######## design 1 ########
==> design_1/cell_classes.png <==
Scale bar: 20 um.
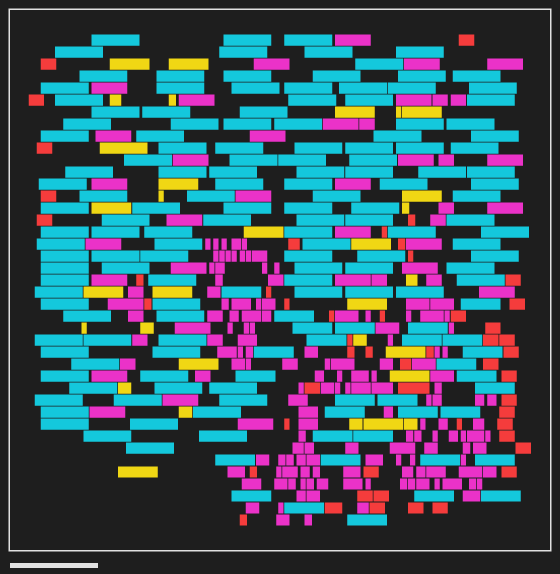

<file path="src/rtl/sample_feeder.sv">
// -----------------------------------------------------------------------------
// sample_feeder
//
// Buffers host-written samples in a small circular FIFO and, on start, streams
// exactly POPSIZE of them to a downstream median calculator as one-cycle
// data_rdy strobes separated by GAP idle cycles. Each completed batch is
// flagged with a one-cycle batch_done pulse.
//
// Ports
//   clk         single clock, rising edge
//   rst         asynchronous, active-low reset
//   wr_en       host write strobe
//   wr_data     host sample
//   full        FIFO holds DEPTH entries
//   empty       FIFO holds no entries
//   overflow    sticky: a write was attempted while full
//   start       begin a batch (honoured in IDLE only)
//   data_out    sample presented to the median calculator
//   data_rdy    one-cycle strobe, data_out valid
//   busy        a batch is in progress
//   batch_done  one-cycle pulse after the last sample of a batch
//   sent_cnt    samples sent in the current/last batch
// -----------------------------------------------------------------------------
module sample_feeder #(
   parameter int DATA_WIDTH = 8,
   parameter int POPSIZE    = 10,
   parameter int DEPTH      = 16,
   parameter int GAP        = 2
) (
   input  logic                           clk,
   input  logic                           rst,
   input  logic                           wr_en,
   input  logic [DATA_WIDTH-1:0]          wr_data,
   output logic                           full,
   output logic                           empty,
   output logic                           overflow,
   input  logic                           start,
   output logic [DATA_WIDTH-1:0]          data_out,
   output logic                           data_rdy,
   output logic                           busy,
   output logic                           batch_done,
   output logic [$clog2(POPSIZE+1)-1:0]   sent_cnt
);

   localparam int PTR_W  = $clog2(DEPTH);
   localparam int CNT_W  = $clog2(DEPTH + 1);
   localparam int SENT_W = $clog2(POPSIZE + 1);
   localparam int GAP_W  = (GAP > 1) ? $clog2(GAP) : 1;
   localparam int GAP_M1 = (GAP > 0) ? GAP - 1 : 0;
   localparam logic [GAP_W-1:0] GAP_LOAD = GAP_W'(GAP_M1);

   typedef enum logic [1:0] {
      IDLE,
      SEND,
      WAIT,
      DONE
   } state_t;

   state_t state, state_nxt;

   logic [DATA_WIDTH-1:0] mem [DEPTH];
   logic [PTR_W-1:0]      wr_ptr;
   logic [PTR_W-1:0]      rd_ptr;
   logic [CNT_W-1:0]      count;
   logic [GAP_W-1:0]      gap_cnt;
   logic                  wr_ok;
   logic                  pop;
   logic                  last;

   // Status flags are decoded from registers only, so no input reaches them
   // combinationally. A write is judged against the registered full, so a
   // same-cycle pop never makes room for it.
   assign full  = (count == CNT_W'(DEPTH));
   assign empty = (count == '0);
   assign busy  = (state != IDLE);
   assign wr_ok = wr_en && !full;
   // Pop only on a registered non-empty FIFO: a write into an empty FIFO
   // becomes visible one edge later.
   assign pop   = (state == SEND) && !empty;
   // The batch position lives in sent_cnt itself; the pop that sees
   // POPSIZE-1 already sent is the final one.
   assign last  = (sent_cnt == SENT_W'(POPSIZE - 1));

   // NOTE: the sample storage has no reset; a flush only resets pointers and
   // count, so stale contents are never observable.
   always_ff @(posedge clk) begin
      if (wr_ok) begin
         mem[wr_ptr] <= wr_data;
      end
   end

   // NOTE: sequential state always uses non-blocking assignments so every
   // register samples the pre-edge values of its neighbours.
   always_ff @(posedge clk or negedge rst) begin
      if (!rst) begin
         wr_ptr   <= '0;
         rd_ptr   <= '0;
         count    <= '0;
         overflow <= 1'b0;
      end else begin
         // DEPTH is a power of two, so the pointers wrap naturally.
         if (wr_ok) wr_ptr <= wr_ptr + PTR_W'(1);
         if (pop)   rd_ptr <= rd_ptr + PTR_W'(1);
         case ({wr_ok, pop})
            2'b10:   count <= count + CNT_W'(1);
            2'b01:   count <= count - CNT_W'(1);
            default: count <= count;
         endcase
         if (wr_en && full) overflow <= 1'b1;
      end
   end

   always_ff @(posedge clk or negedge rst) begin
      if (!rst) begin
         state <= IDLE;
      end else begin
         state <= state_nxt;
      end
   end

   // NOTE: next state gets its default before the case, so no path through
   // this block leaves it unassigned and no latch is inferred.
   always_comb begin
      state_nxt = state;
      case (state)
         IDLE: begin
            if (start) state_nxt = SEND;
         end
         SEND: begin
            // An empty FIFO simply stalls here; there is no timeout.
            if (pop) begin
               if (last)         state_nxt = DONE;
               else if (GAP > 0) state_nxt = WAIT;
               else              state_nxt = SEND;
            end
         end
         WAIT: begin
            if (gap_cnt == '0) state_nxt = SEND;
         end
         DONE: begin
            state_nxt = IDLE;
         end
         default: state_nxt = IDLE;
      endcase
   end

   always_ff @(posedge clk or negedge rst) begin
      if (!rst) begin
         data_out   <= '0;
         data_rdy   <= 1'b0;
         batch_done <= 1'b0;
         sent_cnt   <= '0;
         gap_cnt    <= '0;
      end else begin
         data_rdy   <= pop;
         // The pulse follows the DONE cycle, i.e. the cycle busy drops.
         batch_done <= (state == DONE);

         if (pop) begin
            data_out <= mem[rd_ptr];
            sent_cnt <= sent_cnt + SENT_W'(1);
         end else if ((state == IDLE) && start) begin
            sent_cnt <= '0;
         end

         // Loaded on every strobe with GAP-1 so WAIT lasts exactly GAP cycles
         // and the next pop lands GAP+1 edges after the previous one.
         if (pop) begin
            gap_cnt <= GAP_LOAD;
         end else if ((state == WAIT) && (gap_cnt != '0)) begin
            gap_cnt <= gap_cnt - GAP_W'(1);
         end
      end
   end

endmodule

</file>
<file path="config.mk">
export PLATFORM = sky130hd
export DESIGN_NAME = sample_feeder
export DESIGN_NICKNAME = d
export VERILOG_FILES = /design/src/rtl/sample_feeder.sv
export SDC_FILE = /design/constraint.sdc
export NUM_CORES = 1
export LEC_CHECK = 0
export ABC_CLOCK_PERIOD_IN_PS = 3100
export CAP_MARGIN = 40
export CORE_MARGIN = 4
export CORE_UTILIZATION = 50
export DETAILED_ROUTE_END_ITERATION = 12
export GPL_TIMING_DRIVEN = 0
export PLACE_DENSITY = 0.65
export SYNTH_ARGS = -nofsm -noshare
export SYNTH_HDL_FRONTEND = slang
export SYNTH_SLANG_ARGS = --single-unit
</file>
<file path="constraint.sdc">
create_clock -name clk -period 3.1 [get_ports clk]
set_input_delay 0.465 -clock clk [delete_from_list [all_inputs] [get_ports clk]]
set_output_delay 0.465 -clock clk [all_outputs]
set_load 0.02 [all_outputs]
</file>
######## design 2 ########
===== config.mk =====
export PLATFORM = sky130hd
export DESIGN_NAME = matmul_host_ctrl_flat
export DESIGN_NICKNAME = d
export VERILOG_FILES = /design/src/rtl/matmul_host_ctrl_if.sv /design/src/rtl/matmul_host_ctrl.sv /design/src/flat_wrapper.sv
export SDC_FILE = /design/constraint.sdc
export NUM_CORES = 1
export LEC_CHECK = 0
export CAP_MARGIN = 10
export CORE_ASPECT_RATIO = 1.75
export CORE_MARGIN = 2
export CORE_UTILIZATION = 36
export CTS_BUF_LIST = sky130_fd_sc_hd__clkbuf_8 sky130_fd_sc_hd__clkbuf_16
export DETAILED_ROUTE_END_ITERATION = 8
export SLEW_MARGIN = 20
export SYNTH_ARGS = -nofsm -noshare
export SYNTH_HDL_FRONTEND = slang
export SYNTH_SLANG_ARGS = --single-unit

===== constraint.sdc =====
create_clock -name clk -period 4.8 [get_ports clk]
set_clock_uncertainty 0.1 [all_clocks]
set_input_delay 0.48 -clock clk [delete_from_list [all_inputs] [get_ports clk]]
set_output_delay 0.48 -clock clk [all_outputs]
set_load 0.05 [all_outputs]

===== src/rtl/matmul_host_ctrl_if.sv =====
// Host-side bus of the matrix-multiplier controller: operand stream, multiplier
// load/start/result port, result-buffer read port and status.
interface matmul_host_ctrl_if #(
    parameter int M          = 3,
    parameter int N          = 3,
    parameter int P          = 3,
    parameter int DATA_WIDTH = 8
);
    localparam int AW = $clog2(M*N);
    localparam int BW = $clog2(N*P);
    localparam int CW = $clog2(M*P);

    logic signed [DATA_WIDTH-1:0]   op_data;
    logic                           op_valid;
    logic                           op_ready;
    logic signed [DATA_WIDTH-1:0]   mm_a_in;
    logic [AW-1:0]                  mm_a_addr;
    logic                           mm_a_wen;
    logic signed [DATA_WIDTH-1:0]   mm_b_in;
    logic [BW-1:0]                  mm_b_addr;
    logic                           mm_b_wen;
    logic                           mm_start;
    logic signed [2*DATA_WIDTH-1:0] mm_c_out;
    logic                           mm_c_valid;
    logic                           mm_done;
    logic [CW-1:0]                  rd_addr;
    logic signed [2*DATA_WIDTH-1:0] rd_data;
    logic                           results_valid;
    logic                           release_req;
    logic                           busy;
    logic                           count_err;

    modport master (
        input  op_data, op_valid, mm_c_out, mm_c_valid, mm_done, rd_addr, release_req,
        output op_ready, mm_a_in, mm_a_addr, mm_a_wen, mm_b_in, mm_b_addr, mm_b_wen,
        output mm_start, rd_data, results_valid, busy, count_err
    );

    modport slave (
        output op_data, op_valid, mm_c_out, mm_c_valid, mm_done, rd_addr, release_req,
        input  op_ready, mm_a_in, mm_a_addr, mm_a_wen, mm_b_in, mm_b_addr, mm_b_wen,
        input  mm_start, rd_data, results_valid, busy, count_err
    );
endinterface


===== src/rtl/matmul_host_ctrl.sv =====
// Host controller for the M x N * N x P multiplier: streams A then B into the
// multiplier, runs start/done, and buffers the returned C elements for readback.
module matmul_host_ctrl #(
    parameter int M          = 3,
    parameter int N          = 3,
    parameter int P          = 3,
    parameter int DATA_WIDTH = 8
) (
    input logic                clk,
    input logic                rst_n,
    matmul_host_ctrl_if.master io_bus
);
    localparam int NA  = M*N;
    localparam int NB  = N*P;
    localparam int NC  = M*P;
    localparam int AW  = $clog2(NA);
    localparam int BW  = $clog2(NB);
    localparam int CW  = $clog2(NC);
    localparam int LW  = (AW > BW) ? AW : BW;
    localparam int DW2 = 2*DATA_WIDTH;
    localparam logic [CW:0] NC_W = (CW+1)'(NC);

    localparam logic [2:0] S_IDLE   = 3'd0;
    localparam logic [2:0] S_LOAD_A = 3'd1;
    localparam logic [2:0] S_LOAD_B = 3'd2;
    localparam logic [2:0] S_START  = 3'd3;
    localparam logic [2:0] S_WAIT   = 3'd4;
    localparam logic [2:0] S_DRAIN  = 3'd5;
    localparam logic [2:0] S_HOLD   = 3'd6;

    logic [2:0]                    r_state;
    logic [LW-1:0]                 r_ld_cnt;
    logic [CW:0]                   r_res_cnt;
    logic                          r_count_err;
    logic                          r_a_wen;
    logic                          r_b_wen;
    logic [AW-1:0]                 r_a_addr;
    logic [BW-1:0]                 r_b_addr;
    logic signed [DATA_WIDTH-1:0]  r_a_in;
    logic signed [DATA_WIDTH-1:0]  r_b_in;
    logic signed [DW2-1:0]         r_cbuf [NC];
    logic signed [DW2-1:0]         r_rd_data;

    logic        w_load;
    logic        w_hs;
    logic        w_cap;
    logic        w_drop;
    logic [CW:0] w_cnt_final;

    assign w_load      = (r_state == S_LOAD_A) || (r_state == S_LOAD_B);
    assign w_hs        = w_load && io_bus.op_valid;
    assign w_cap       = (r_state == S_WAIT) && io_bus.mm_c_valid && (r_res_cnt < NC_W);
    assign w_drop      = (r_state == S_WAIT) && io_bus.mm_c_valid && (r_res_cnt >= NC_W);
    // An element arriving together with mm_done still counts toward the check.
    assign w_cnt_final = r_res_cnt + (CW+1)'(w_cap);

    always_ff @(posedge clk or negedge rst_n) begin
        if (!rst_n) begin
            r_state     <= S_IDLE;
            r_ld_cnt    <= '0;
            r_res_cnt   <= '0;
            r_count_err <= 1'b0;
            r_a_wen     <= 1'b0;
            r_b_wen     <= 1'b0;
            r_a_addr    <= '0;
            r_b_addr    <= '0;
            r_a_in      <= '0;
            r_b_in      <= '0;
        end else begin
            r_a_wen <= 1'b0;
            r_b_wen <= 1'b0;
            case (r_state)
                S_IDLE: r_state <= S_LOAD_A;
                S_LOAD_A: if (w_hs) begin
                    r_a_wen  <= 1'b1;
                    r_a_addr <= r_ld_cnt[AW-1:0];
                    r_a_in   <= io_bus.op_data;
                    if (r_ld_cnt == LW'(NA-1)) begin
                        r_ld_cnt <= '0;
                        r_state  <= S_LOAD_B;
                    end else begin
                        r_ld_cnt <= r_ld_cnt + 1'b1;
                    end
                end
                S_LOAD_B: if (w_hs) begin
                    r_b_wen  <= 1'b1;
                    r_b_addr <= r_ld_cnt[BW-1:0];
                    r_b_in   <= io_bus.op_data;
                    if (r_ld_cnt == LW'(NB-1)) begin
                        r_ld_cnt <= '0;
                        r_state  <= S_START;
                    end else begin
                        r_ld_cnt <= r_ld_cnt + 1'b1;
                    end
                end
                // Gap cycle lets the final B write land before start rises.
                S_START: r_state <= S_WAIT;
                S_WAIT: begin
                    if (w_cap)  r_res_cnt   <= r_res_cnt + 1'b1;
                    if (w_drop) r_count_err <= 1'b1;
                    if (io_bus.mm_done) begin
                        r_state <= S_DRAIN;
                        if (w_cnt_final != NC_W) r_count_err <= 1'b1;
                    end
                end
                S_DRAIN: if (!io_bus.mm_done) r_state <= S_HOLD;
                S_HOLD: if (io_bus.release_req) begin
                    r_state     <= S_LOAD_A;
                    r_res_cnt   <= '0;
                    r_count_err <= 1'b0;
                end
                default: r_state <= S_IDLE;
            endcase
        end
    end

    // Result storage is deliberately left out of reset.
    always_ff @(posedge clk) begin
        if (w_cap) r_cbuf[r_res_cnt[CW-1:0]] <= io_bus.mm_c_out;
    end

    always_ff @(posedge clk or negedge rst_n) begin
        if (!rst_n) begin
            r_rd_data <= '0;
        end else begin
            r_rd_data <= ({1'b0, io_bus.rd_addr} < NC_W) ? r_cbuf[io_bus.rd_addr] : '0;
        end
    end

    assign io_bus.op_ready      = w_load;
    assign io_bus.mm_a_in       = r_a_in;
    assign io_bus.mm_a_addr     = r_a_addr;
    assign io_bus.mm_a_wen      = r_a_wen;
    assign io_bus.mm_b_in       = r_b_in;
    assign io_bus.mm_b_addr     = r_b_addr;
    assign io_bus.mm_b_wen      = r_b_wen;
    assign io_bus.mm_start      = (r_state == S_WAIT);
    assign io_bus.rd_data       = r_rd_data;
    assign io_bus.results_valid = (r_state == S_HOLD);
    assign io_bus.busy          = (r_state == S_START) || (r_state == S_WAIT) || (r_state == S_DRAIN);
    assign io_bus.count_err     = r_count_err;
endmodule


===== src/flat_wrapper.sv =====
// flat-port wrapper written by rule: the top's interface ports become plain ports
module matmul_host_ctrl_flat 
#(
    parameter int M          = 3,
    parameter int N          = 3,
    parameter int P          = 3,
    parameter int DATA_WIDTH = 8
)
  (clk, rst_n, io_bus_op_data, io_bus_op_valid, io_bus_mm_c_out, io_bus_mm_c_valid, io_bus_mm_done, io_bus_rd_addr, io_bus_release_req, io_bus_op_ready, io_bus_mm_a_in, io_bus_mm_a_addr, io_bus_mm_a_wen, io_bus_mm_b_in, io_bus_mm_b_addr, io_bus_mm_b_wen, io_bus_mm_start, io_bus_rd_data, io_bus_results_valid, io_bus_busy, io_bus_count_err);
  matmul_host_ctrl_if #(.M(M), .N(N), .P(P), .DATA_WIDTH(DATA_WIDTH)) io_bus_i ();
  input logic clk;
  input logic rst_n;
  input wire logic [$bits(io_bus_i.op_data)-1:0] io_bus_op_data;
  input wire logic [$bits(io_bus_i.op_valid)-1:0] io_bus_op_valid;
  input wire logic [$bits(io_bus_i.mm_c_out)-1:0] io_bus_mm_c_out;
  input wire logic [$bits(io_bus_i.mm_c_valid)-1:0] io_bus_mm_c_valid;
  input wire logic [$bits(io_bus_i.mm_done)-1:0] io_bus_mm_done;
  input wire logic [$bits(io_bus_i.rd_addr)-1:0] io_bus_rd_addr;
  input wire logic [$bits(io_bus_i.release_req)-1:0] io_bus_release_req;
  output wire logic [$bits(io_bus_i.op_ready)-1:0] io_bus_op_ready;
  output wire logic [$bits(io_bus_i.mm_a_in)-1:0] io_bus_mm_a_in;
  output wire logic [$bits(io_bus_i.mm_a_addr)-1:0] io_bus_mm_a_addr;
  output wire logic [$bits(io_bus_i.mm_a_wen)-1:0] io_bus_mm_a_wen;
  output wire logic [$bits(io_bus_i.mm_b_in)-1:0] io_bus_mm_b_in;
  output wire logic [$bits(io_bus_i.mm_b_addr)-1:0] io_bus_mm_b_addr;
  output wire logic [$bits(io_bus_i.mm_b_wen)-1:0] io_bus_mm_b_wen;
  output wire logic [$bits(io_bus_i.mm_start)-1:0] io_bus_mm_start;
  output wire logic [$bits(io_bus_i.rd_data)-1:0] io_bus_rd_data;
  output wire logic [$bits(io_bus_i.results_valid)-1:0] io_bus_results_valid;
  output wire logic [$bits(io_bus_i.busy)-1:0] io_bus_busy;
  output wire logic [$bits(io_bus_i.count_err)-1:0] io_bus_count_err;
  assign io_bus_i.op_data = io_bus_op_data;
  assign io_bus_i.op_valid = io_bus_op_valid;
  assign io_bus_i.mm_c_out = io_bus_mm_c_out;
  assign io_bus_i.mm_c_valid = io_bus_mm_c_valid;
  assign io_bus_i.mm_done = io_bus_mm_done;
  assign io_bus_i.rd_addr = io_bus_rd_addr;
  assign io_bus_i.release_req = io_bus_release_req;
  assign io_bus_op_ready = io_bus_i.op_ready;
  assign io_bus_mm_a_in = io_bus_i.mm_a_in;
  assign io_bus_mm_a_addr = io_bus_i.mm_a_addr;
  assign io_bus_mm_a_wen = io_bus_i.mm_a_wen;
  assign io_bus_mm_b_in = io_bus_i.mm_b_in;
  assign io_bus_mm_b_addr = io_bus_i.mm_b_addr;
  assign io_bus_mm_b_wen = io_bus_i.mm_b_wen;
  assign io_bus_mm_start = io_bus_i.mm_start;
  assign io_bus_rd_data = io_bus_i.rd_data;
  assign io_bus_results_valid = io_bus_i.results_valid;
  assign io_bus_busy = io_bus_i.busy;
  assign io_bus_count_err = io_bus_i.count_err;
  matmul_host_ctrl #(.M(M), .N(N), .P(P), .DATA_WIDTH(DATA_WIDTH)) u_core (.clk(clk), .rst_n(rst_n), .io_bus(io_bus_i));
endmodule


==> screenshots <==
Floorplan with the power grid.
Pins as bars on the die edge. Tap cells in grey.
picture 1
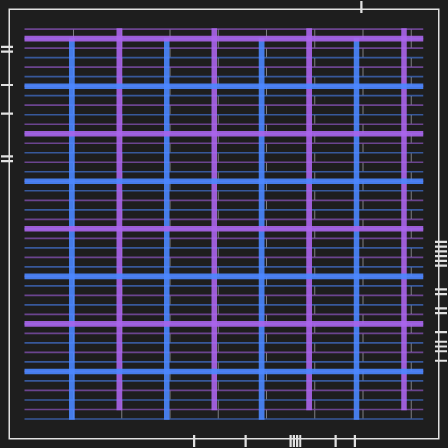
picture 2
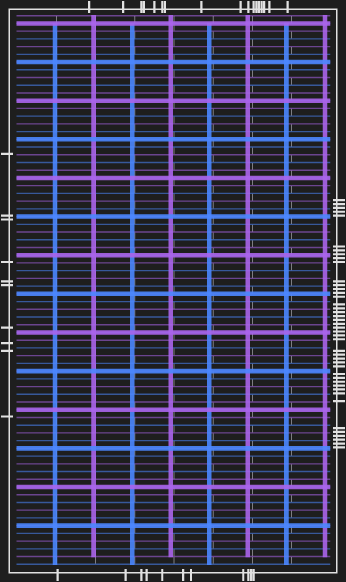
The one with the largest die is picture 2.
The one with the most pins is picture 2.
Picture 1 is design 1.
Picture 2 is design 2.

Key to picture 2:
Key: VSS = blue; VDD = purple
81 signal pins sit on the boundary. 14 straps on met5.

==> design_1/clock_map.png <==
Scale bar: 20 um.
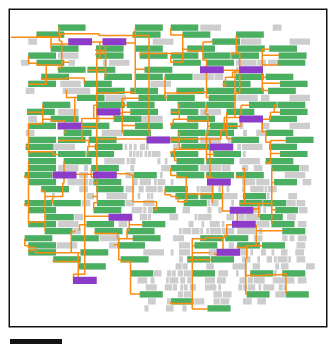
Key: cells driving clock nets = purple [count 17]; clock wires = orange [length 1680 um]; flip-flops = green [count 159]
Position of the flops: all over the die. There are 18 routed clock nets.
worst clock skew: 0.00774 ns
clock-net power: 1.91 mW
share of total power in the clock network: 26.2%

Notes on design_1/cell_classes.png above:
Key: other buffers and delay cells = red [cells 50, share of their area 5.5%]; all other logic = magenta [cells 181, share of their area 25%]; flip-flops = cyan [cells 159, share of their area 62%]; clock drivers and dummy loads = yellow [cells 31, share of their area 7.3%]
total non-filler cell area in the finished layout: 7620 sq um
placeable core area: 12700 sq um
register share of the cell area: 60.6%
number of placement rows: 41

==> flow_summary.toml, design 1 <==
# yosys + openroad results
[clock_tree]
h-tree-depth = 4
cts-root-to-sink-buffers = 2
post_cts_hold_fix_bufs = 0
cts_tree = "yes"

[status]
status = "completed"

[logic_synthesis]
syn_inst = 359
synth_async_sr_flop_share_pct = 19.5
top_area_share_pct = 58.7
synthesis.area_per_instance_sq_um = 18.2

[final_layout]
num-nets-final = 432
post-route-util_pct = 59.9

[timing]
worst_pin_slew_ns = 0.851
final_critical_path_setup_slack_ns = 0.227

[routing]
antenna_left = 0

[critical_path]
cpLargestDelayFamily = "AND-OR/OR-AND gates"
cp-start-kind = "flop"
crit_slowest_cell = "sky130_fd_sc_hd__or4_4"

[job]
maxCapViolations = 0

[place]
hpwlAfterDp_um = 8070
-- design 1: registers in the layout (all words and copies together), names as in the netlist --
register and count:
sent_cnt 4, rd_ptr 4, count 5, gap_cnt 1
batch_done 1, mem 128, data_out 8, overflow 1
data_rdy 1, state 2, wr_ptr 4
-- design 1: layer usage --
layer	global-route usage, %	share of wire [%]
met5	0	0
met4	7.77	2.2
met3	3.69	3.7
met2	26.8	47
met1	25.9	47
-- design 1: cells by family after synthesis --
kind of cell | after synthesis
flip-flops | 159
multiplexers | 51
adder cells (fa/ha/maj) | 11
XOR/XNOR | 11
AND/OR/NAND/NOR | 61
AND-OR/OR-AND | 38
buffers and inverters | 28
-- design 1: repair_timing --
item / 4_1_cts / 5_1_grt
resized: 1 / 0
endpoints found under the setup margin: 1 / 1
buffers inserted: 0 / 0
-- design 1: layout make-up --
type	instances	area, sq um
inverter	9	36.3
clock buffer	17	425
clock inverter	14	119
tap	172	215
sequential	159	4620
fill	1030	5100
multi-input combinational	172	1800
timing repair buffer	32	303
buffer	18	103
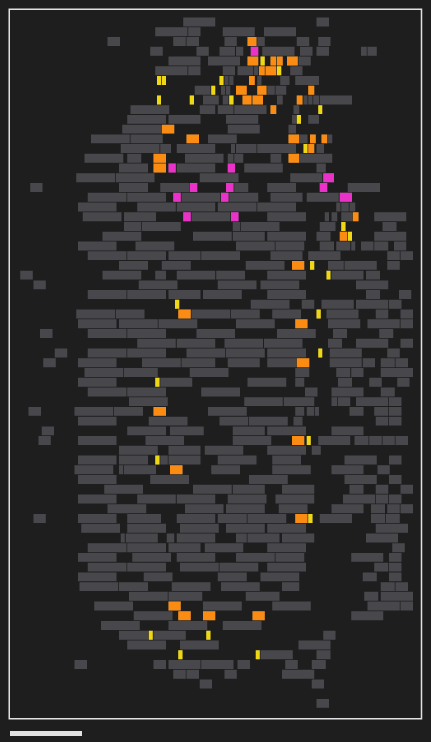
(design_2/gate_families.png)
Scale bar: 20 um.
Key: AND and OR gates = magenta [cells 12, most used and2_1, where top middle]; inverting AOI/OAI gates = orange [cells 38, most used a222oi_1]; inverters = yellow [cells 27, most used inv_1]

==> flow_summary.toml, design 2 <==
# yosys + openroad results
[status]
status = "completed"

[floorplanning]
core_sq_um = 21300
chipArea_sq_um = 22700

[logic_synthesis]
syn_area_sq_um = 7730
yosys_area_sq_um = 7730
top_area_share_pct = 55.9
synth_sequential_area_ratio_pct = 73.7

[timing]
timing.slew.headroom_pct = 35.3
final_critical_path_setup_slack_ns = 1.83
worst_pin_slew_ns = 0.967
timing.setup.tns_ns = 0

[routing]
routed_via_density = 5.20
drt-wirelength-per-cell_um = 20.4

[final_layout]
final_cells = 756
design_area_sq_um = 9350
post-route-util_pct = 43.8
most_used_cells_in_the_layout_excluding_fill_and_tap_cells = "sky130_fd_sc_hd__edfxtp_1 (144), sky130_fd_sc_hd__clkdlybuf4s50_1 (78), sky130_fd_sc_hd__dfrtp_1 (55), sky130_fd_sc_hd__inv_1 (29), sky130_fd_sc_hd__mux4_2 (26)"

[power_and_ir_drop]
internal-power_mw = 3.26
power.clock.fraction_pct = 29.7
p_per_area_nw_per_um2 = 512

[global_routing]
grt_pass1_vias = 4225
grt_max_degree = 56

[critical_path]
path_class = "flop to output pin"
arrival_ns = 2.39
crit_slowest_cell = "sky130_fd_sc_hd__clkdlybuf4s50_1"
r2r_startpoint = "u_core.r_res_cnt[2]$_DFFE_PN0P_"
crit_path_end = "io_bus_op_ready"

[clock_tree]
post_cts_hold_fix_bufs = 0
postCtsSetupRepairBufs = 0

[place]
dp_slack_ns = 1.80
==> design 2: cell families (layout without fill, tap and decap cells) <==
group                      Yosys count  count (layout)  synth area share, %
DFF                                199             199                 73.7
muxes                               60              60                 13.7
and+or+nand+nor                     48              48                 3.80
buffers and inverters               46             145                 3.20
AOI/OAI and AO/OA                   41              41                 4.27
adders and majority gates            8               8                 1.29
==> design 2: final cells by class <==
class | count | area [sq um]
Tap cell | 255 | 319
Clock buffer | 20 | 478
Sequential cell | 199 | 5700
Timing Repair Buffer | 86 | 840
Multi-Input combinational cell | 157 | 1790
Clock inverter | 12 | 114
Fill cell | 1873 | 12000
Inverter | 27 | 101
==> design 2: power by group through the flow <==
stage          registers (mW)  clock network (mW)  logic, mW
3_3_place_gp             2.18                   0       1.20
2_1_floorplan            2.55                   0      0.436
4_1_cts                  2.16                1.45       1.23
6_report                 2.16                1.42       1.21
3_5_place_dp             2.19                   0       1.22
5_1_grt                  2.18                1.52       1.29
==> design 2: metal layers <==
metal  wire, um  up-vias  GRT usage (%)  share of wire [%]
met5          0        -              0                  0
met4        277        0           5.35                1.8
met3        737       17           2.79                4.8
met2       8220      119           24.8                 53
met1       6220     2026           17.1                 40
li1           -     1769              -                  -


==> screenshots <==
The clock network.
(a)
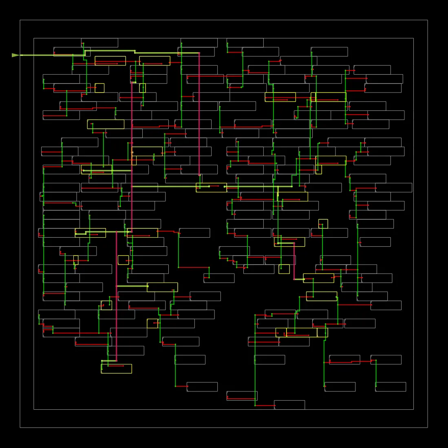
(b)
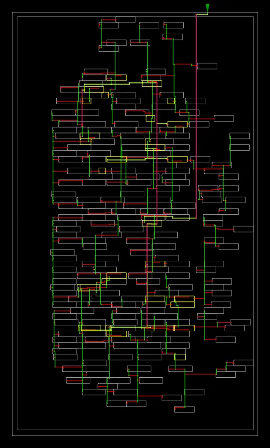
- most sequential cells: (b)
design 1 -> (a)
design 2 -> (b)

Power figures rest on the tool's default switching activity, not on a simulated workload.
